=== block 1 ===
### Power grid, block 1

Drawn at 3 px/um. Pins as bars on the die edge.
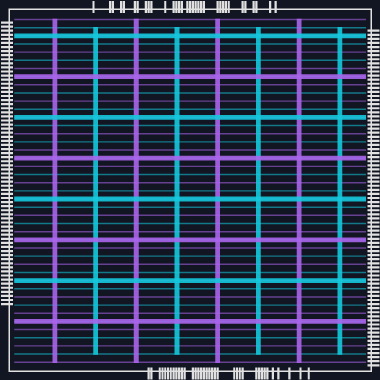

**config.mk**
```make
export PLATFORM = sky130hd
export DESIGN_NAME = pipeline_reg_mem
export DESIGN_NICKNAME = d
export VERILOG_FILES = /design/src/rtl/pipeline_reg_mem.sv
export SDC_FILE = /design/constraint.sdc
export NUM_CORES = 1
export LEC_CHECK = 0
export CORE_UTILIZATION = 46
export CTS_CLUSTER_DIAMETER = 40
export DETAILED_ROUTE_END_ITERATION = 8
export MAX_ROUTING_LAYER = met4
export PLACE_DENSITY = 0.83
export SKIP_CTS_REPAIR_TIMING = 1
export SLEW_MARGIN = 40
export SYNTH_ARGS = -nofsm -noshare
export SYNTH_HDL_FRONTEND = slang
export SYNTH_SLANG_ARGS = --single-unit
```
**constraint.sdc**
```tcl
create_clock -name clk -period 2.7 [get_ports clk]
set_input_delay 0.405 -clock clk [delete_from_list [all_inputs] [get_ports clk]]
set_output_delay 0.405 -clock clk [all_outputs]
set_load 0.05 [all_outputs]
```
**src/rtl/pipeline_reg_mem.sv**
```systemverilog
// Memory-stage pipeline register: accepts execute-stage results, runs load/store
// accesses over a req/ready handshake with a wait limit, and formats writeback results.
module pipeline_reg_mem #(
    parameter int WAIT_LIMIT = 16
) (
    input  logic        clk,
    input  logic        rst_n,
    input  logic        ex_valid,
    output logic        ex_ready,
    input  logic        ex_write_enable,
    input  logic [4:0]  ex_rd_sel,
    input  logic [31:0] ex_alu_result,
    input  logic        ex_mem_read,
    input  logic        ex_mem_write,
    input  logic [1:0]  ex_mem_size,
    input  logic        ex_load_unsigned,
    input  logic [31:0] ex_store_data,
    output logic        dmem_req,
    output logic        dmem_we,
    output logic [31:0] dmem_addr,
    output logic [31:0] dmem_wdata,
    output logic [3:0]  dmem_wstrb,
    input  logic        dmem_ready,
    input  logic [31:0] dmem_rdata,
    output logic        wb_valid,
    output logic        wb_write_enable,
    output logic [4:0]  wb_rd_sel,
    output logic [31:0] wb_value,
    output logic        wb_fault
);

    typedef enum logic {S_IDLE = 1'b0, S_REQ = 1'b1} state_t;

    localparam logic [7:0] LIMIT = 8'(WAIT_LIMIT);

    state_t      r_state, w_state_next;
    logic [7:0]  r_cnt;
    logic [7:0]  w_cnt_inc;
    logic        w_is_mem, w_misaligned, w_accept, w_done, w_timeout;

    logic        r_we, r_store, r_uns;
    logic [4:0]  r_rd;
    logic [1:0]  r_size;
    logic [31:0] r_addr, r_wdata;
    logic [3:0]  r_wstrb;

    logic        r_wb_valid, r_wb_we, r_wb_fault;
    logic [4:0]  r_wb_rd;
    logic [31:0] r_wb_value;

    function automatic logic [31:0] fmt_load(input logic [31:0] rdata, input logic [1:0] lane,
                                             input logic [1:0] size, input logic uns);
        logic [31:0] shifted;
        logic [7:0]  b;
        logic [15:0] h;
        shifted = rdata >> {lane, 3'b000};
        b = shifted[7:0];
        h = shifted[15:0];
        case (size)
            2'b00:   return uns ? {24'd0, b} : {{24{b[7]}}, b};
            2'b01:   return uns ? {16'd0, h} : {{16{h[15]}}, h};
            default: return rdata;
        endcase
    endfunction

    function automatic logic [31:0] store_wdata(input logic [31:0] d, input logic [1:0] size);
        case (size)
            2'b00:   return {4{d[7:0]}};
            2'b01:   return {2{d[15:0]}};
            default: return d;
        endcase
    endfunction

    function automatic logic [3:0] store_strb(input logic [1:0] lane, input logic [1:0] size);
        case (size)
            2'b00:   return 4'b0001 << lane;
            2'b01:   return 4'b0011 << lane;
            default: return 4'b1111;
        endcase
    endfunction

    assign w_is_mem     = ex_mem_read | ex_mem_write;
    assign w_misaligned = (ex_mem_size == 2'b11) |
                          ((ex_mem_size == 2'b01) & ex_alu_result[0]) |
                          ((ex_mem_size == 2'b10) & (|ex_alu_result[1:0]));
    assign w_accept     = ex_ready & ex_valid;
    assign w_cnt_inc    = r_cnt + 8'd1;
    assign w_done       = (r_state == S_REQ) & dmem_ready;
    // Ready on the limit cycle wins: timeout only fires when ready is low.
    assign w_timeout    = (r_state == S_REQ) & ~dmem_ready & (w_cnt_inc >= LIMIT);

    always_ff @(posedge clk or negedge rst_n) begin
        if (!rst_n) begin
            r_state <= S_IDLE;
            r_cnt   <= '0;
        end else begin
            r_state <= w_state_next;
            if (r_state == S_REQ && !w_done && !w_timeout) r_cnt <= w_cnt_inc;
            else                                           r_cnt <= '0;
        end
    end

    always_comb begin
        w_state_next = r_state;
        case (r_state)
            S_IDLE:  if (ex_valid & w_is_mem & ~w_misaligned) w_state_next = S_REQ;
            S_REQ:   if (w_done | w_timeout) w_state_next = S_IDLE;
            default: w_state_next = S_IDLE;
        endcase
    end

    always_comb begin
        ex_ready = 1'b0;
        dmem_req = 1'b0;
        case (r_state)
            S_IDLE:  ex_ready = rst_n;
            S_REQ:   dmem_req = 1'b1;
            default: ex_ready = 1'b0;
        endcase
    end

    always_ff @(posedge clk or negedge rst_n) begin
        if (!rst_n) begin
            r_we       <= 1'b0;
            r_store    <= 1'b0;
            r_uns      <= 1'b0;
            r_rd       <= '0;
            r_size     <= '0;
            r_addr     <= '0;
            r_wdata    <= '0;
            r_wstrb    <= '0;
            r_wb_valid <= 1'b0;
            r_wb_we    <= 1'b0;
            r_wb_fault <= 1'b0;
            r_wb_rd    <= '0;
            r_wb_value <= '0;
        end else begin
            r_wb_valid <= 1'b0;
            if (w_accept) begin
                r_we    <= ex_write_enable;
                r_store <= ex_mem_write;
                r_uns   <= ex_load_unsigned;
                r_rd    <= ex_rd_sel;
                r_size  <= ex_mem_size;
                r_addr  <= ex_alu_result;
                r_wdata <= store_wdata(ex_store_data, ex_mem_size);
                r_wstrb <= store_strb(ex_alu_result[1:0], ex_mem_size);
                if (!w_is_mem || w_misaligned) begin
                    r_wb_valid <= 1'b1;
                    r_wb_rd    <= ex_rd_sel;
                    r_wb_value <= ex_alu_result;
                    r_wb_fault <= w_is_mem;
                    r_wb_we    <= ~w_is_mem & ex_write_enable & (|ex_rd_sel);
                end
            end else if (w_done) begin
                r_wb_valid <= 1'b1;
                r_wb_rd    <= r_rd;
                r_wb_fault <= 1'b0;
                r_wb_we    <= ~r_store & r_we & (|r_rd);
                r_wb_value <= r_store ? r_addr : fmt_load(dmem_rdata, r_addr[1:0], r_size, r_uns);
            end else if (w_timeout) begin
                r_wb_valid <= 1'b1;
                r_wb_rd    <= r_rd;
                r_wb_fault <= 1'b1;
                r_wb_we    <= 1'b0;
                r_wb_value <= r_addr;
            end
        end
    end

    assign dmem_we         = r_store;
    assign dmem_addr       = {r_addr[31:2], 2'b00};
    assign dmem_wdata      = r_wdata;
    assign dmem_wstrb      = r_wstrb;
    assign wb_valid        = r_wb_valid;
    assign wb_write_enable = r_wb_we;
    assign wb_rd_sel       = r_wb_rd;
    assign wb_value        = r_wb_value;
    assign wb_fault        = r_wb_fault;

endmodule
```
=== block 2 ===
### src/rtl/pipe_hazard_ctrl_pkg.sv
// pipe_haz_pkg: scoreboard entry type, forward-select type and helpers shared by pipe_hazard_ctrl.
// Register fields are sized for the widest supported address; narrower RA_W is zero-extended.
package pipe_haz_pkg;
    localparam int RA_MAX = 8;
    localparam int FS_MAX = 4;
    localparam int FWD_NONE = 0;
    typedef logic [FS_MAX-1:0] fs_t;
    typedef logic [RA_MAX-1:0] ra_t;
    typedef struct packed {
        logic vld;
        logic regw;
        logic load;
        ra_t  rd;
        ra_t  rs;
        ra_t  rt;
    } sb_entry_t;
    function automatic int clog2(input int v);
        int r;
        r = 0;
        for (int i = 0; i < 31; i++) r = ((1 << i) < v) ? i + 1 : r;
        return r;
    endfunction
endpackage

### src/rtl/pipe_hazard_ctrl_if.sv
// pipe_hazard_ctrl_if: ID-stage instruction fields toward the hazard controller,
// stall/bubble, forward selects and perf counters back to the pipeline.
interface pipe_hazard_ctrl_if #(
    parameter int RA_W = 5,
    parameter int FS_W = 3
);
    logic            id_valid;
    logic [RA_W-1:0] id_rs;
    logic            id_rs_used;
    logic [RA_W-1:0] id_rt;
    logic            id_rt_used;
    logic [RA_W-1:0] id_rd;
    logic            id_regw;
    logic            id_memr;
    logic            id_branch;
    logic            flush_id;
    logic            stall;
    logic            bubble;
    logic [FS_W-1:0] fwd_ex_a;
    logic [FS_W-1:0] fwd_ex_b;
    logic [FS_W-1:0] fwd_id_a;
    logic [FS_W-1:0] fwd_id_b;
    logic [31:0]     stall_cnt;
    logic [31:0]     flush_cnt;
    modport master (
        output id_valid, id_rs, id_rs_used, id_rt, id_rt_used, id_rd, id_regw, id_memr, id_branch, flush_id,
        input  stall, bubble, fwd_ex_a, fwd_ex_b, fwd_id_a, fwd_id_b, stall_cnt, flush_cnt
    );
    modport slave (
        input  id_valid, id_rs, id_rs_used, id_rt, id_rt_used, id_rd, id_regw, id_memr, id_branch, flush_id,
        output stall, bubble, fwd_ex_a, fwd_ex_b, fwd_id_a, fwd_id_b, stall_cnt, flush_cnt
    );
endinterface

### src/rtl/pipe_hazard_ctrl_fwd_match.sv
// pipe_fwd_match: youngest of N scoreboard entries (global index OFS..OFS+N-1) writing register r,
// plus whether its result is already forwardable and whether it is a load.
module pipe_fwd_match import pipe_haz_pkg::*; #(
    parameter int N        = 3,
    parameter int OFS      = 0,
    parameter int LOAD_LAT = 1
) (
    input  logic [N-1:0] wr,
    input  logic [N-1:0] ld,
    input  ra_t  [N-1:0] rd,
    input  ra_t          r,
    input  logic         en,
    output logic         hit,
    output fs_t          k,
    output logic         avail,
    output logic         load
);
    always_comb begin
        hit = 1'b0;
        k = fs_t'(FWD_NONE);
        load = 1'b0;
        for (int i = N - 1; i >= 0; i--)
            if (en && r != '0 && wr[i] && rd[i] == r) begin
                hit = 1'b1;
                k = fs_t'(i + OFS);
                load = ld[i];
            end
        avail = hit && int'(k) >= (load ? 1 + LOAD_LAT : 1);
    end
endmodule

### src/rtl/pipe_hazard_ctrl.sv
// pipe_hazard_ctrl: scoreboard-based load-use / branch-operand hazard detection with EX and ID forward selects.
// Define HAZ_PERF_CNT_EN to add saturating stall and flush cycle counters.
module pipe_hazard_ctrl import pipe_haz_pkg::*; #(
    parameter int RA_W     = 5,
    parameter int DEPTH    = 3,
    parameter int LOAD_LAT = 1,
    parameter int FS_W     = 3
) (
    input logic               Clk,
    input logic               rst,
    pipe_hazard_ctrl_if.slave bus
);
    sb_entry_t [DEPTH-1:0] sb;
    logic [DEPTH-1:0] wr, ld;
    ra_t  [DEPTH-1:0] rd;
    logic unused_rsrt;
    always_comb begin
        unused_rsrt = 1'b0;
        for (int i = 0; i < DEPTH; i++) begin
            wr[i] = sb[i].vld & sb[i].regw;
            ld[i] = sb[i].load;
            rd[i] = sb[i].rd;
            if (i > 0) unused_rsrt = unused_rsrt ^ (^{sb[i].rs, sb[i].rt});
        end
    end
    logic ea_hit, eb_hit, ia_hit, ib_hit, ea_av, eb_av, ia_av, ib_av, ea_ld, eb_ld, ia_ld, ib_ld;
    fs_t  ea_k, eb_k, ia_k, ib_k;
    ra_t  id_rs, id_rt;
    assign id_rs = ra_t'(bus.id_rs[RA_W-1:0]);
    assign id_rt = ra_t'(bus.id_rt[RA_W-1:0]);
    pipe_fwd_match #(.N(DEPTH - 1), .OFS(1), .LOAD_LAT(LOAD_LAT)) u_ex_a (
        .wr(wr[DEPTH-1:1]), .ld(ld[DEPTH-1:1]), .rd(rd[DEPTH-1:1]), .r(sb[0].rs), .en(sb[0].vld),
        .hit(ea_hit), .k(ea_k), .avail(ea_av), .load(ea_ld));
    pipe_fwd_match #(.N(DEPTH - 1), .OFS(1), .LOAD_LAT(LOAD_LAT)) u_ex_b (
        .wr(wr[DEPTH-1:1]), .ld(ld[DEPTH-1:1]), .rd(rd[DEPTH-1:1]), .r(sb[0].rt), .en(sb[0].vld),
        .hit(eb_hit), .k(eb_k), .avail(eb_av), .load(eb_ld));
    pipe_fwd_match #(.N(DEPTH), .OFS(0), .LOAD_LAT(LOAD_LAT)) u_id_a (
        .wr(wr), .ld(ld), .rd(rd), .r(id_rs), .en(bus.id_rs_used),
        .hit(ia_hit), .k(ia_k), .avail(ia_av), .load(ia_ld));
    pipe_fwd_match #(.N(DEPTH), .OFS(0), .LOAD_LAT(LOAD_LAT)) u_id_b (
        .wr(wr), .ld(ld), .rd(rd), .r(id_rt), .en(bus.id_rt_used),
        .hit(ib_hit), .k(ib_k), .avail(ib_av), .load(ib_ld));
    logic unused_ex;
    assign unused_ex = ^{ea_av, eb_av, ea_ld, eb_ld, unused_rsrt};
    // branches need the value in ID; ALU consumers only need a load to have reached its data stage
    logic ha, hb, st;
    assign ha = ia_hit & (bus.id_branch ? !ia_av : (ia_ld & (int'(ia_k) + 1 < 1 + LOAD_LAT)));
    assign hb = ib_hit & (bus.id_branch ? !ib_av : (ib_ld & (int'(ib_k) + 1 < 1 + LOAD_LAT)));
    assign st = bus.id_valid & (ha | hb) & !bus.flush_id;
    assign bus.stall    = st;
    assign bus.bubble   = st | bus.flush_id;
    assign bus.fwd_ex_a = ea_hit ? FS_W'(ea_k) : FS_W'(FWD_NONE);
    assign bus.fwd_ex_b = eb_hit ? FS_W'(eb_k) : FS_W'(FWD_NONE);
    assign bus.fwd_id_a = ia_av ? FS_W'(ia_k) : FS_W'(FWD_NONE);
    assign bus.fwd_id_b = ib_av ? FS_W'(ib_k) : FS_W'(FWD_NONE);
    sb_entry_t nxt;
    always_comb begin
        nxt = '0;
        if (bus.id_valid && !st && !bus.flush_id)
            nxt = '{vld: 1'b1, regw: bus.id_regw, load: bus.id_memr,
                    rd: ra_t'(bus.id_rd[RA_W-1:0]), rs: id_rs, rt: id_rt};
    end
    always_ff @(posedge Clk or negedge rst)
        if (!rst) sb <= '0;
        else sb <= {sb[DEPTH-2:0], nxt};
`ifdef HAZ_PERF_CNT_EN
    logic [31:0] stall_cnt, flush_cnt;
    always_ff @(posedge Clk or negedge rst)
        if (!rst) begin
            stall_cnt <= '0;
            flush_cnt <= '0;
        end else begin
            if (st && !(&stall_cnt)) stall_cnt <= stall_cnt + 32'd1;
            if (bus.flush_id && !(&flush_cnt)) flush_cnt <= flush_cnt + 32'd1;
        end
    assign bus.stall_cnt = stall_cnt;
    assign bus.flush_cnt = flush_cnt;
`else
    assign bus.stall_cnt = '0;
    assign bus.flush_cnt = '0;
`endif
endmodule

### src/flat_wrapper.sv
// flat-port wrapper written by rule: the top's interface ports become plain ports
module pipe_hazard_ctrl_flat import pipe_haz_pkg::*;
#(
    parameter int RA_W     = 5,
    parameter int DEPTH    = 3,
    parameter int LOAD_LAT = 1,
    parameter int FS_W     = 3
)
  (Clk, rst, bus_id_valid, bus_id_rs, bus_id_rs_used, bus_id_rt, bus_id_rt_used, bus_id_rd, bus_id_regw, bus_id_memr, bus_id_branch, bus_flush_id, bus_stall, bus_bubble, bus_fwd_ex_a, bus_fwd_ex_b, bus_fwd_id_a, bus_fwd_id_b, bus_stall_cnt, bus_flush_cnt);
  pipe_hazard_ctrl_if #(.RA_W(RA_W), .FS_W(FS_W)) bus_i ();
  input logic Clk;
  input logic rst;
  input wire logic [$bits(bus_i.id_valid)-1:0] bus_id_valid;
  input wire logic [$bits(bus_i.id_rs)-1:0] bus_id_rs;
  input wire logic [$bits(bus_i.id_rs_used)-1:0] bus_id_rs_used;
  input wire logic [$bits(bus_i.id_rt)-1:0] bus_id_rt;
  input wire logic [$bits(bus_i.id_rt_used)-1:0] bus_id_rt_used;
  input wire logic [$bits(bus_i.id_rd)-1:0] bus_id_rd;
  input wire logic [$bits(bus_i.id_regw)-1:0] bus_id_regw;
  input wire logic [$bits(bus_i.id_memr)-1:0] bus_id_memr;
  input wire logic [$bits(bus_i.id_branch)-1:0] bus_id_branch;
  input wire logic [$bits(bus_i.flush_id)-1:0] bus_flush_id;
  output wire logic [$bits(bus_i.stall)-1:0] bus_stall;
  output wire logic [$bits(bus_i.bubble)-1:0] bus_bubble;
  output wire logic [$bits(bus_i.fwd_ex_a)-1:0] bus_fwd_ex_a;
  output wire logic [$bits(bus_i.fwd_ex_b)-1:0] bus_fwd_ex_b;
  output wire logic [$bits(bus_i.fwd_id_a)-1:0] bus_fwd_id_a;
  output wire logic [$bits(bus_i.fwd_id_b)-1:0] bus_fwd_id_b;
  output wire logic [$bits(bus_i.stall_cnt)-1:0] bus_stall_cnt;
  output wire logic [$bits(bus_i.flush_cnt)-1:0] bus_flush_cnt;
  assign bus_i.id_valid = bus_id_valid;
  assign bus_i.id_rs = bus_id_rs;
  assign bus_i.id_rs_used = bus_id_rs_used;
  assign bus_i.id_rt = bus_id_rt;
  assign bus_i.id_rt_used = bus_id_rt_used;
  assign bus_i.id_rd = bus_id_rd;
  assign bus_i.id_regw = bus_id_regw;
  assign bus_i.id_memr = bus_id_memr;
  assign bus_i.id_branch = bus_id_branch;
  assign bus_i.flush_id = bus_flush_id;
  assign bus_stall = bus_i.stall;
  assign bus_bubble = bus_i.bubble;
  assign bus_fwd_ex_a = bus_i.fwd_ex_a;
  assign bus_fwd_ex_b = bus_i.fwd_ex_b;
  assign bus_fwd_id_a = bus_i.fwd_id_a;
  assign bus_fwd_id_b = bus_i.fwd_id_b;
  assign bus_stall_cnt = bus_i.stall_cnt;
  assign bus_flush_cnt = bus_i.flush_cnt;
  pipe_hazard_ctrl #(.RA_W(RA_W), .DEPTH(DEPTH), .LOAD_LAT(LOAD_LAT), .FS_W(FS_W)) u_core (.Clk(Clk), .rst(rst), .bus(bus_i));
endmodule
### config.mk
export PLATFORM = sky130hd
export DESIGN_NAME = pipe_hazard_ctrl_flat
export DESIGN_NICKNAME = d
export VERILOG_FILES = /design/src/rtl/pipe_hazard_ctrl_pkg.sv /design/src/rtl/pipe_hazard_ctrl_if.sv /design/src/rtl/pipe_hazard_ctrl_fwd_match.sv /design/src/rtl/pipe_hazard_ctrl.sv /design/src/flat_wrapper.sv
export SDC_FILE = /design/constraint.sdc
export NUM_CORES = 1
export LEC_CHECK = 0
export ABC_AREA = 1
export CORE_MARGIN = 2
export CORE_UTILIZATION = 37
export DETAILED_ROUTE_END_ITERATION = 10
export DONT_BUFFER_PORTS = 1
export PLACE_DENSITY = 0.56
export SLEW_MARGIN = 20
export SYNTH_ARGS = -nofsm -noshare
export SYNTH_HDL_FRONTEND = slang
export SYNTH_HIERARCHICAL = 1
export SYNTH_SLANG_ARGS = --single-unit
export TNS_END_PERCENT = 50
### constraint.sdc
create_clock -name Clk -period 6.4 [get_ports Clk]
set_input_delay 1.28 -clock Clk [delete_from_list [all_inputs] [get_ports Clk]]
set_output_delay 1.28 -clock Clk [all_outputs]
set_load 0.02 [all_outputs]
=== block 3 ===
==> config.mk <==
export PLATFORM = sky130hd
export DESIGN_NAME = accumulate_host
export DESIGN_NICKNAME = d
export VERILOG_FILES = /design/src/rtl/accumulate_pkg.sv /design/src/rtl/accumulate_rd_skid.sv /design/src/rtl/accumulate_host.sv
export SDC_FILE = /design/constraint.sdc
export NUM_CORES = 1
export LEC_CHECK = 0
export CAP_MARGIN = 20
export CORE_AREA = 2 2 166 168
export DETAILED_ROUTE_END_ITERATION = 12
export DIE_AREA = 0 0 168 170
export GPL_ROUTABILITY_DRIVEN = 0
export PLACE_DENSITY = 0.81
export SYNTH_ARGS = -nofsm -noshare
export SYNTH_HDL_FRONTEND = slang
export SYNTH_SLANG_ARGS = --single-unit
==> constraint.sdc <==
create_clock -name clk -period 4.2 [get_ports clk]
set_clock_uncertainty 0.05 [all_clocks]
set_input_delay 0.84 -clock clk [delete_from_list [all_inputs] [get_ports clk]]
set_output_delay 0.84 -clock clk [all_outputs]
set_load 0.05 [all_outputs]
==> src/rtl/accumulate_pkg.sv <==
`default_nettype none
// ============================================================================
// Package  : accumulate_pkg
// Brief    : Shared constants and sequencer state encoding for the accumulate
//            kernel host and its kernel wrapper.
// Revision : 1.0 - initial release
// ============================================================================
package accumulate_pkg;

    localparam int ACC_DEPTH   = 1000;
    localparam int ACC_AW      = 10;
    localparam int ACC_DW      = 64;
    localparam int ACC_TIMEOUT = 8192;

    typedef enum logic [2:0] {
        IDLE  = 3'd0,
        LOAD  = 3'd1,
        KICK  = 3'd2,
        RUN   = 3'd3,
        DRAIN = 3'd4,
        FIN   = 3'd5
    } state_t;

endpackage
`default_nettype wire

==> src/rtl/accumulate_rd_skid.sv <==
`default_nettype none
// ============================================================================
// Module   : accumulate_rd_skid
// Brief    : Two-entry output buffer absorbing the one-cycle kernel read latency.
// Revision : 1.0 - initial release
// ============================================================================
module accumulate_rd_skid #(
    parameter int DW = 64
) (
    input  logic          clk,
    input  logic          rst_n,
    input  logic          i_push,
    input  logic          i_push_last,
    input  logic [DW-1:0] i_push_data,
    input  logic          i_ready,
    output logic          o_valid,
    output logic [DW-1:0] o_data,
    output logic          o_last,
    output logic [1:0]    o_count
);

    logic [DW:0] r_mem [2];
    logic        r_wr_ptr;
    logic        r_rd_ptr;
    logic [1:0]  r_count;
    logic        w_pop;

    assign w_pop = o_valid && i_ready;

    // Storage carries no reset; occupancy alone decides what is visible.
    always_ff @(posedge clk) begin
        if (i_push) begin
            r_mem[r_wr_ptr] <= {i_push_last, i_push_data};
        end
    end

    always_ff @(posedge clk) begin
        if (!rst_n) begin
            r_wr_ptr <= 1'b0;
            r_rd_ptr <= 1'b0;
            r_count  <= 2'd0;
        end else begin
            if (i_push) begin
                r_wr_ptr <= ~r_wr_ptr;
            end
            if (w_pop) begin
                r_rd_ptr <= ~r_rd_ptr;
            end
            case ({i_push, w_pop})
                2'b10:   r_count <= r_count + 2'd1;
                2'b01:   r_count <= r_count - 2'd1;
                default: r_count <= r_count;
            endcase
        end
    end

    assign o_valid = (r_count != 2'd0);
    assign o_data  = r_mem[r_rd_ptr][DW-1:0];
    assign o_last  = o_valid && r_mem[r_rd_ptr][DW];
    assign o_count = r_count;

endmodule
`default_nettype wire

==> src/rtl/accumulate_host.sv <==
`default_nettype none
// ============================================================================
// Module   : accumulate_host
// Brief    : Loads a stream into the accumulate kernel array, runs the kernel
//            under a watchdog and streams the prefix-summed array back out.
// Revision : 1.0 - initial release
// ============================================================================
module accumulate_host
    import accumulate_pkg::*;
#(
    parameter int DEPTH   = ACC_DEPTH,
    parameter int AW      = ACC_AW,
    parameter int DW      = ACC_DW,
    parameter int TIMEOUT = ACC_TIMEOUT
) (
    input  logic          clk,
    input  logic          rst_n,
    input  logic          start,
    input  logic [AW:0]   cfg_len,
    input  logic [DW-1:0] cfg_init_acc,
    output logic          busy,
    output logic          done,
    output logic          err,
    output logic          result_bit,
    input  logic          in_valid,
    output logic          in_ready,
    input  logic [DW-1:0] in_data,
    output logic          out_valid,
    input  logic          out_ready,
    output logic [DW-1:0] out_data,
    output logic          out_last,
    output logic          k_r_enable,
    input  logic          k_w_enable,
    input  logic          k_result,
    output logic          k_controlArr,
    output logic [AW-1:0] k_init_i,
    output logic [DW-1:0] k_init_acc,
    output logic          k_we,
    output logic [AW-1:0] k_addr,
    output logic [DW-1:0] k_wdata,
    input  logic [DW-1:0] k_rdata
);

    localparam int          c_wdog_w   = $clog2(TIMEOUT);
    localparam logic [AW-1:0] c_depth_aw = AW'(DEPTH);
    localparam logic [AW:0] c_one      = (AW+1)'(1);

    state_t              r_state;
    state_t              w_next;
    logic [AW:0]         r_len;
    logic [AW:0]         r_cnt;
    logic [AW:0]         r_rcnt;
    logic [AW-1:0]       r_base;
    logic [DW-1:0]       r_init_acc;
    logic [c_wdog_w-1:0] r_wdog;
    logic                r_first_run;
    logic                r_err;
    logic                r_result;
    logic                r_rd_pend;
    logic                r_rd_pend_last;
    logic                w_load_hs;
    logic                w_pop;
    logic                w_room;
    logic                w_rd_issue;
    logic                w_rd_last;
    logic                w_wen_seen;
    logic                w_timeout;
    logic [1:0]          w_skid_count;

    assign w_load_hs  = (r_state == LOAD) && in_valid;
    assign w_pop      = out_valid && out_ready;
    // A read may be issued when the buffer, counting the read still in flight,
    // keeps a free slot; a same-cycle pop frees one.
    assign w_room     = ({1'b0, w_skid_count} + {2'b00, r_rd_pend}) < (3'd2 + {2'b00, w_pop});
    assign w_rd_issue = (r_state == DRAIN) && (r_rcnt < r_len) && w_room;
    assign w_rd_last  = (r_rcnt == r_len - c_one);
    assign w_wen_seen = (r_state == RUN) && !r_first_run && k_w_enable;
    assign w_timeout  = (r_state == RUN) && (r_wdog == c_wdog_w'(TIMEOUT - 1));

    always_ff @(posedge clk) begin
        if (!rst_n) begin
            r_state <= IDLE;
        end else begin
            r_state <= w_next;
        end
    end

    always_comb begin
        w_next = r_state;
        unique case (r_state)
            IDLE:    if (start) w_next = (cfg_len == '0) ? KICK : LOAD;
            LOAD:    if (w_load_hs && (r_cnt == r_len - c_one)) w_next = KICK;
            KICK:    w_next = RUN;
            RUN: begin
                if (w_wen_seen) begin
                    w_next = (r_len == '0) ? FIN : DRAIN;
                end else if (w_timeout) begin
                    w_next = FIN;
                end
            end
            DRAIN:   if (w_pop && out_last) w_next = FIN;
            FIN:     w_next = IDLE;
            default: w_next = IDLE;
        endcase
    end

    always_comb begin
        busy         = (r_state != IDLE);
        done         = (r_state == FIN);
        in_ready     = (r_state == LOAD);
        k_r_enable   = (r_state != RUN);
        k_controlArr = (r_state != RUN);
        k_we         = w_load_hs;
        k_addr       = r_base;
        case (r_state)
            LOAD:    k_addr = r_base + r_cnt[AW-1:0];
            DRAIN:   k_addr = r_base + r_rcnt[AW-1:0];
            default: k_addr = r_base;
        endcase
    end

    always_ff @(posedge clk) begin
        if (!rst_n) begin
            r_len          <= '0;
            r_base         <= '0;
            r_init_acc     <= '0;
            r_cnt          <= '0;
            r_rcnt         <= '0;
            r_wdog         <= '0;
            r_first_run    <= 1'b0;
            r_err          <= 1'b0;
            r_result       <= 1'b0;
            r_rd_pend      <= 1'b0;
            r_rd_pend_last <= 1'b0;
        end else begin
            if ((r_state == IDLE) && start) begin
                r_len      <= cfg_len;
                r_base     <= c_depth_aw - cfg_len[AW-1:0];
                r_init_acc <= cfg_init_acc;
                r_err      <= 1'b0;
                r_cnt      <= '0;
                r_rcnt     <= '0;
            end
            if (w_load_hs) begin
                r_cnt <= r_cnt + c_one;
            end
            // The kernel's w_enable is still high from the previous run during
            // the first RUN cycle, so that cycle is masked.
            r_first_run <= (r_state == KICK);
            r_wdog      <= (r_state == RUN) ? r_wdog + c_wdog_w'(1) : '0;
            if (w_wen_seen) begin
                r_result <= k_result;
            end else if (w_timeout) begin
                r_err <= 1'b1;
            end
            if (w_rd_issue) begin
                r_rcnt <= r_rcnt + c_one;
            end
            r_rd_pend      <= w_rd_issue;
            r_rd_pend_last <= w_rd_issue && w_rd_last;
        end
    end

    accumulate_rd_skid #(
        .DW (DW)
    ) u_skid (
        .clk         (clk),
        .rst_n       (rst_n),
        .i_push      (r_rd_pend),
        .i_push_last (r_rd_pend_last),
        .i_push_data (k_rdata),
        .i_ready     (out_ready),
        .o_valid     (out_valid),
        .o_data      (out_data),
        .o_last      (out_last),
        .o_count     (w_skid_count)
    );

    assign err        = r_err;
    assign result_bit = r_result;
    assign k_init_i   = r_base;
    assign k_init_acc = r_init_acc;
    assign k_wdata    = in_data;

endmodule
`default_nettype wire

=== block 4 ===
===== src/rtl/pc_fetch_stage.sv =====
// Fetch-stage PC register and IF/ID pipeline register for the 5-stage RV32I core.
// Handles execute-stage redirects, hazard stall/flush, and debug redirect tracking.
module pc_fetch_stage #(
  parameter int unsigned     XLEN      = 32,
  parameter logic [XLEN-1:0] RESET_PC  = '0,
  parameter logic [31:0]     NOP_INSTR = 32'h0000_0013,
  parameter int unsigned     CNT_W     = 16
) (
  input  logic             clk,
  input  logic             rst_n,
  input  logic             PCSrcE,
  input  logic [XLEN-1:0]  PCTargetE,
  input  logic             StallF,
  input  logic             StallD,
  input  logic             FlushD,
  input  logic [31:0]      InstrF,
  output logic [XLEN-1:0]  PCF,
  output logic [XLEN-1:0]  PCD,
  output logic [XLEN-1:0]  PCPlus4D,
  output logic [31:0]      InstrD,
  output logic             ValidD,
  output logic             MisalignErr,
  output logic [CNT_W-1:0] RedirectCnt
);

  logic [XLEN-1:0] pcPlus4F;
  logic            squashD;
  logic            targetMisaligned;
  logic            cntSaturated;

  assign pcPlus4F         = PCF + XLEN'(4);
  assign squashD          = FlushD | PCSrcE;
  assign targetMisaligned = PCTargetE[1:0] != 2'b00;
  assign cntSaturated     = &RedirectCnt;

  always_ff @(posedge clk) begin
    if (!rst_n) begin
      PCF         <= RESET_PC;
      PCD         <= '0;
      PCPlus4D    <= '0;
      InstrD      <= NOP_INSTR;
      ValidD      <= 1'b0;
      MisalignErr <= 1'b0;
      RedirectCnt <= '0;
    end else begin
      // A redirect beats StallF: the stalled fetch is on the wrong path anyway.
      if (PCSrcE) begin
        PCF <= {PCTargetE[XLEN-1:2], 2'b00};
      end else if (!StallF) begin
        PCF <= pcPlus4F;
      end

      // Squashed slot still captures PC info so decode-side debug sees the wrong-path PC.
      if (squashD) begin
        PCD      <= PCF;
        PCPlus4D <= pcPlus4F;
        InstrD   <= NOP_INSTR;
        ValidD   <= 1'b0;
      end else if (!StallD) begin
        PCD      <= PCF;
        PCPlus4D <= pcPlus4F;
        InstrD   <= InstrF;
        ValidD   <= 1'b1;
      end

      if (PCSrcE && targetMisaligned) begin
        MisalignErr <= 1'b1;
      end

      if (PCSrcE && !cntSaturated) begin
        RedirectCnt <= RedirectCnt + CNT_W'(1);
      end
    end
  end

endmodule


===== config.mk =====
export PLATFORM = sky130hd
export DESIGN_NAME = pc_fetch_stage
export DESIGN_NICKNAME = d
export VERILOG_FILES = /design/src/rtl/pc_fetch_stage.sv
export SDC_FILE = /design/constraint.sdc
export NUM_CORES = 1
export LEC_CHECK = 0
export ABC_AREA = 1
export CORE_AREA = 2 2 125 127
export DETAILED_ROUTE_END_ITERATION = 6
export DIE_AREA = 0 0 127 129
export MAX_ROUTING_LAYER = met4
export PLACE_DENSITY = 0.76
export SETUP_SLACK_MARGIN = 0.5
export SYNTH_ARGS = -nofsm -noshare
export SYNTH_HDL_FRONTEND = slang
export SYNTH_SLANG_ARGS = --single-unit

===== constraint.sdc =====
create_clock -name clk -period 3.95 [get_ports clk]
set_input_delay 1.185 -clock clk [delete_from_list [all_inputs] [get_ports clk]]
set_output_delay 1.185 -clock clk [all_outputs]
set_load 0.05 [all_outputs]

### Power grid, block 4

Drawn at 3 px/um. Pins as bars on the die edge.
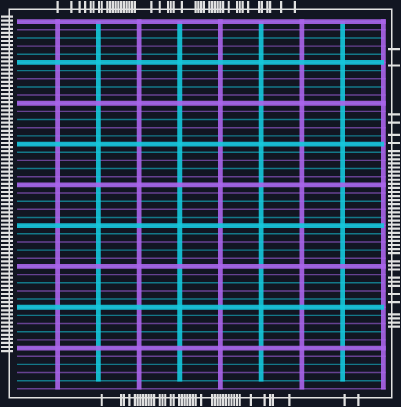
Key: VSS = purple; VDD = cyan
9 straps on met4. 216 signal pins sit on the boundary.

### The clock network, block 4

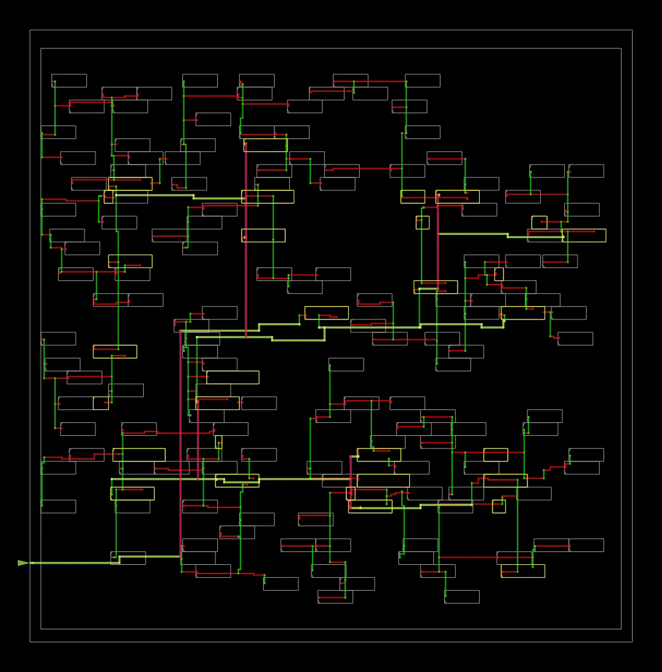
power in the clock group: 1.70 mW
CTS Buf Count: 17
registers: 140
Latency at later pin: 0.43 ns

==> flow_metrics.py, block 4 <==
# Physical implementation metrics
metrics = {
    "status": {
        "outcome": "complete, no violations",
    },
    "route": {
        "postRouteAntennaNets": 0,
        "vias": 6550,
        "drtIter0Drc": 455,
        "wl_per_cell_um": 15.6,
        "routed_wl_mm": 20.3,
        "met2_length_mm": 9.54,
        "top_layer": "met4",
    },
    "yosys": {
        "ff_type": "dfxtp_1",
        "top_logic_kind": "simple AND/OR/NAND/NOR gates",
    },
    "critical_path": {
        "slowest_delay_ns": 0.93,
        "r2r_cells": 8,
    },
    "power_and_ir_drop": {
        "p_int_mw": 2.79,
    },
    "clock_tree": {
        "ctsHoldBuffers": 0,
        "cts-root-buf": "clkbuf_16",
    },
    "floorplanning": {
        "die_w_um": 127,
        "die_h_um": 129,
    },
    "global_routing": {
        "grt_use_met2_pct": 40.5,
    },
    "place": {
        "dpl_worst_slack_ns": 0.525,
    },
    "layout": {
        "top_register": "InstrD",
    },
}
==> block 4: layout make-up <==
class / instances / area, um2
Sequential cell: 140 / 2800
Multi-Input combinational cell: 618 / 3030
Clock buffer: 20 / 457
Timing Repair Buffer: 220 / 2170
Tap cell: 188 / 235
Fill cell: 1324 / 5730
Clock inverter: 11 / 168
Inverter: 104 / 390
==> block 4: worst reg2reg max path: stages, from the launching register on <==
cell and delay (ns):
dfxtp_1 0.41, ha_1 0.21, nand3_1 0.20, nor2_2 0.23, nand3_2 0.12, nand2_4 0.20
inv_2 0.17, nand2_1 0.11, a21oi_1 0.07
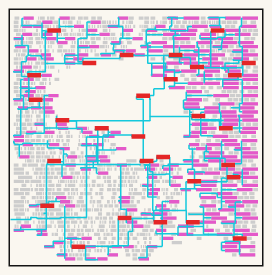
*Clock network drawn from the DEF, block 3*
Drawn at 1.5 px/um.
Key: clock drivers = red [count 29]; flip-flops = magenta [count 262]; clock wires = cyan [length 3180 um]
There are 30 routed clock nets.

==> flow_metrics.py, block 3 <==
# Physical implementation metrics
metrics = {
    "sta": {
        "timing.final.ws_setup_ns": -0.139,
        "timing.fmax_ghz": 0.230,
        "timing_hold_violations_final": 0,
        "setup_violations": 2,
    },
    "layout": {
        "seq_area_mm2": 0.00655,
        "inverters": 33,
        "seq_cell_count": 262,
    },
    "status": {
        "violations": "negative setup slack",
        "outcome": "complete, but fails checks",
    },
    "power_and_ir_drop": {
        "power_switching_share_pct": 32.8,
        "power.total_mw": 7.59,
        "top_power_group": "sequential cells",
        "irDropWorstVdd_uv": 478,
    },
    "route": {
        "drcViolationCount": 0,
        "viasPerCell": 5.34,
        "top_layer": "met5",
    },
    "place": {
        "placedInstanceArea_mm2": 0.0149,
    },
    "flow_run": {
        "maxCapViolCount": 0,
    },
    "critical_path": {
        "r2r-end": "r_state[1]$_SDFFE_PN0P_",
    },
}
-- block 3: cell families (layout without fill, tap and decap cells) --
logic type | after synthesis | after routing | synth area share (%)
and+or+nand+nor | 358 | 358 | 13.6
AOI/OAI and AO/OA | 193 | 193 | 9.52
adders and majority gates | 30 | 30 | 3.21
muxes | 80 | 80 | 7.53
xor gates and xnor gates | 53 | 53 | 3.90
buffers and inverters | 160 | 413 | 7.29
DFF | 262 | 262 | 54.9
-- block 3: repair_timing --
action                     CTS  global route
pin swaps                    6             5
setup endpoints to repair    4             4
gates resized               13             8
setup buffers                4             4
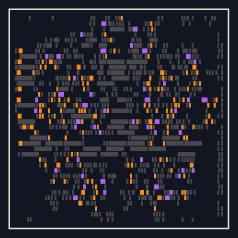
*Gate-type map, block 2*
Drawn at 2 px/um.
Key: NOR gates = orange [cells 138]; inverting AOI/OAI gates = purple [cells 46]

==> flow_metrics.py, block 2 <==
# Physical implementation metrics
metrics = {
    "power_and_ir_drop": {
        "leakagePower_nw": 2.59,
        "power.total_mw": 0.612,
    },
    "clock_tree": {
        "numCtsBuffers": 5,
        "post_cts_resized": 0,
        "cts_buffer_depth": 2,
    },
    "sta": {
        "timing.fmax_ghz": 0.208,
        "slew_viol_final": 0,
    },
    "layout": {
        "final_cell_mix": "nand2_1, conb_1, inv_1",
        "final_layout_size_suffix_gt1_share_pct": 9.22,
        "utilization_pct": 41.6,
        "nNonClkBuffers": 0,
    },
    "flow_run": {
        "tool_warnings": 26,
    },
    "status": {
        "outcome": "complete, no violations",
    },
    "route": {
        "vias": 3653,
        "wl_per_cell_um": 9.00,
    },
    "global_routing": {
        "grt_first_pass_wirelength_mm": 14.2,
        "grt_max_degree": 35,
    },
    "yosys": {
        "netlist_area_mm2": 0.00407,
    },
    "min_path": {
        "min_to": "u_core/sb[80]$_DFF_PN0_",
    },
    "floorplanning": {
        "rows": 38,
    },
}
## block 2: state kept, by name, summed over array words and instances (netlist names)
name,cells
u_core/sb,16
u_core/rd,15
u_core/ld,3
## block 2: power by group
part           switching [mW]  internal [mW]  leakage [nW]  total, mW
clock                  0.0807          0.156        0.0683      0.237
sequential             0.0152          0.223         0.456      0.238
combinational          0.0985         0.0384          2.06      0.137
total                   0.194          0.418          2.59      0.612
## block 2: metal layers
layer	GRT usage, %	wire length, um	vias up
met1	22.1	4400	1488
met5	0	0	-
li1	-	-	2063
met4	1.65	30	0
met3	2.93	480	4
met2	24.7	3770	98
### Gate-type map, block 1

Drawn at 2 px/um.
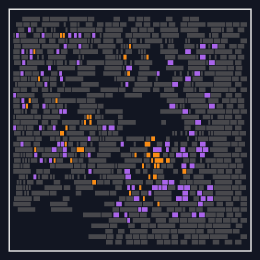
Key: NOR gates = orange [cells 41]; inverting AOI/OAI gates = purple [cells 106, where all over the die]

Notes on 'Power grid' of block 1 above:
Key: VSS = purple; VDD = cyan
The core has 42 rows. 43 met1 rails follow the rows. 8 straps on met5.

==> flow_metrics.py, block 1 <==
# Physical implementation metrics
metrics = {
    "sta": {
        "slew_viol_final": 0,
        "timing_hold_violations_final": 0,
    },
    "route": {
        "postRouteAntennaNets": 0,
        "routed_wl_mm": 19.1,
        "drcViolationCount": 0,
        "viasPerCell": 5.53,
        "wl_per_cell_um": 19.4,
    },
    "global_routing": {
        "grt_first_pass_wirelength_mm": 29.5,
    },
    "status": {
        "outcome": "complete, no violations",
    },
    "yosys": {
        "aoi_share_pct": 13.3,
        "yosysCellCount": 599,
    },
    "layout": {
        "utilization_pct": 69.2,
        "sh_seq_area_pct": 34.3,
        "nNonClkBuffers": 241,
    },
    "power_and_ir_drop": {
        "powerDensity_mw_per_mm2": 914,
        "power_frac_clock_pct": 28.4,
    },
    "place": {
        "io_buffers": 219,
        "dpl_worst_slack_ns": 0.233,
    },
    "flow_run": {
        "tool_warnings": 26,
    },
    "clock_tree": {
        "clk_pin_slew_ns": 0.05,
        "clock_sinks": 127,
        "numCtsBuffers": 17,
    },
    "critical_path": {
        "r2r_cells": 6,
    },
}
==> block 1: layer usage <==
metal,global-route usage (%),wire (um),vias to the layer above,part of all wire [%]
met5,-,0,-,0
met4,11.8,405,0,2.1
met3,6.80,1450,36,7.6
li1,-,-,2462,-
met2,44.3,9360,280,49
met1,34.4,7860,2662,41
==> block 1: sequential cells by signal, summed over array words and instances (netlist names) <==
register	count
wb_fault	1
wb_valid	1
r_rd	5
r_uns	1
dmem_wstrb	4
r_addr	32
dmem_wdata	32
wb_rd_sel	5
r_state	1
wb_write_enable	1
r_size	2
r_we	1
r_cnt	8
dmem_we	1
wb_value	32

==> notes/layouts.md <==
Pictures saved along the way, in no particular order.

Metal layers overlaid.
shot_01.png
Drawn at 4 px/um.
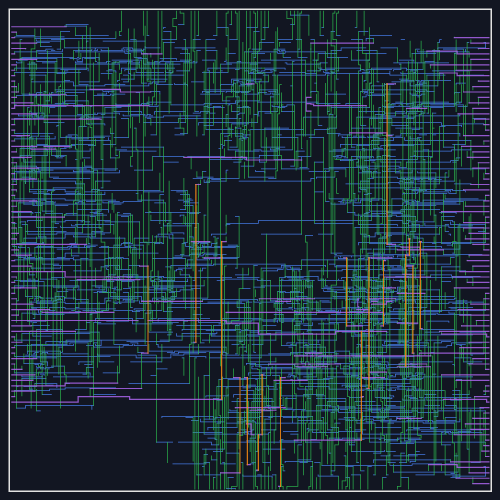
shot_02.png
Drawn at 4 px/um.
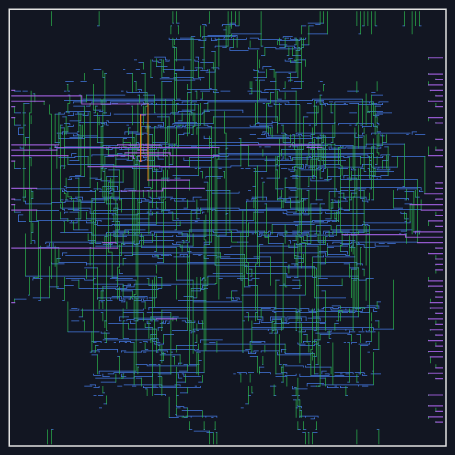
shot_03.png
Drawn at 4 px/um.
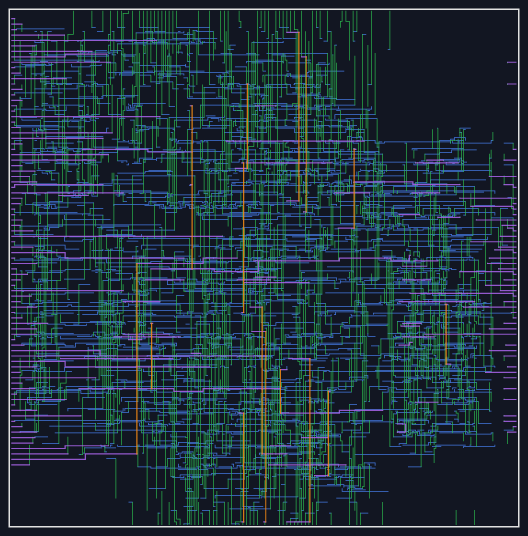
shot_04.png
Drawn at 3 px/um.
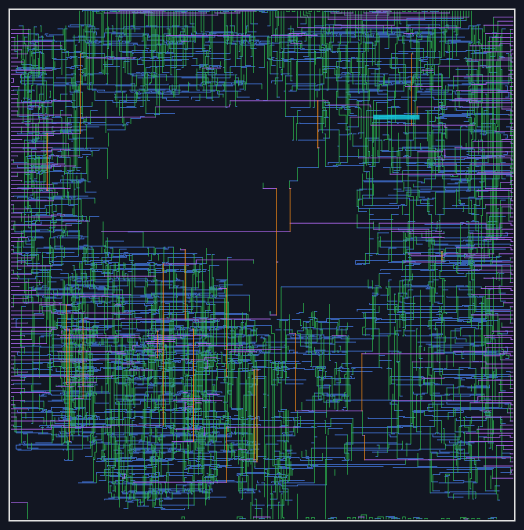
- shot_04.png = block 3
- shot_01.png = block 1
- shot_03.png = block 4
- shot_02.png = block 2
- least wire: shot_02.png



==> gallery <==
Clock network drawn from the DEF.
Drawn at 2 px/um.
(a)
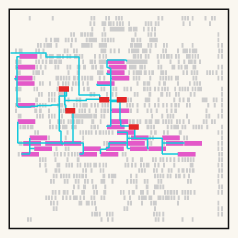
(b)
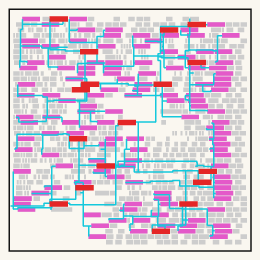
(c)
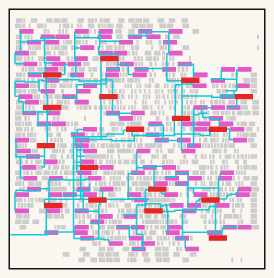
(c) is block 4.
(a) is block 2.
(b) is block 1.
The one with the fewest sequential cells is (a).
The one with the smallest die is (a).


==> layout pictures side by side <==
The clock network.
picture 1
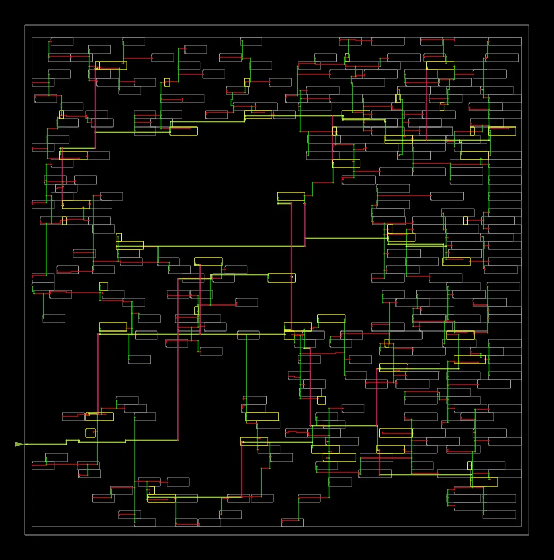
picture 2
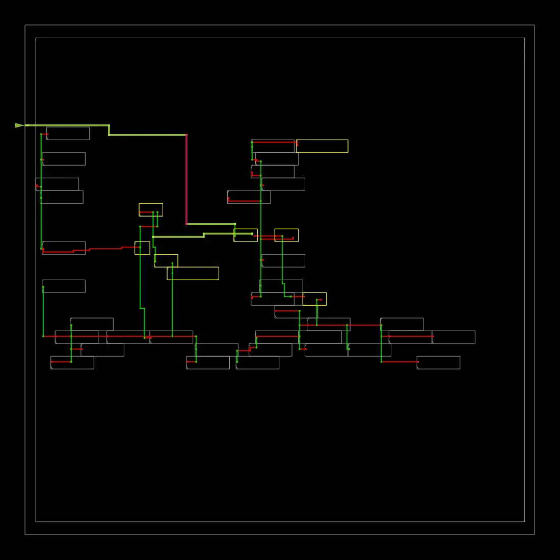
picture 3
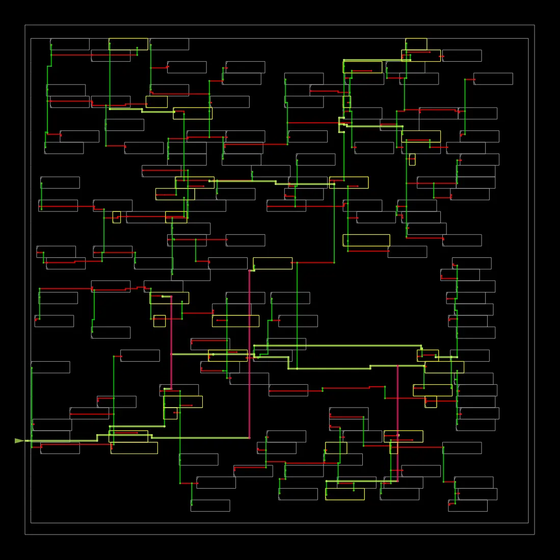
picture 1 -> block 3
picture 2 -> block 2
picture 3 -> block 1

No activity file was given, so power comes from the tool's default toggle rates.
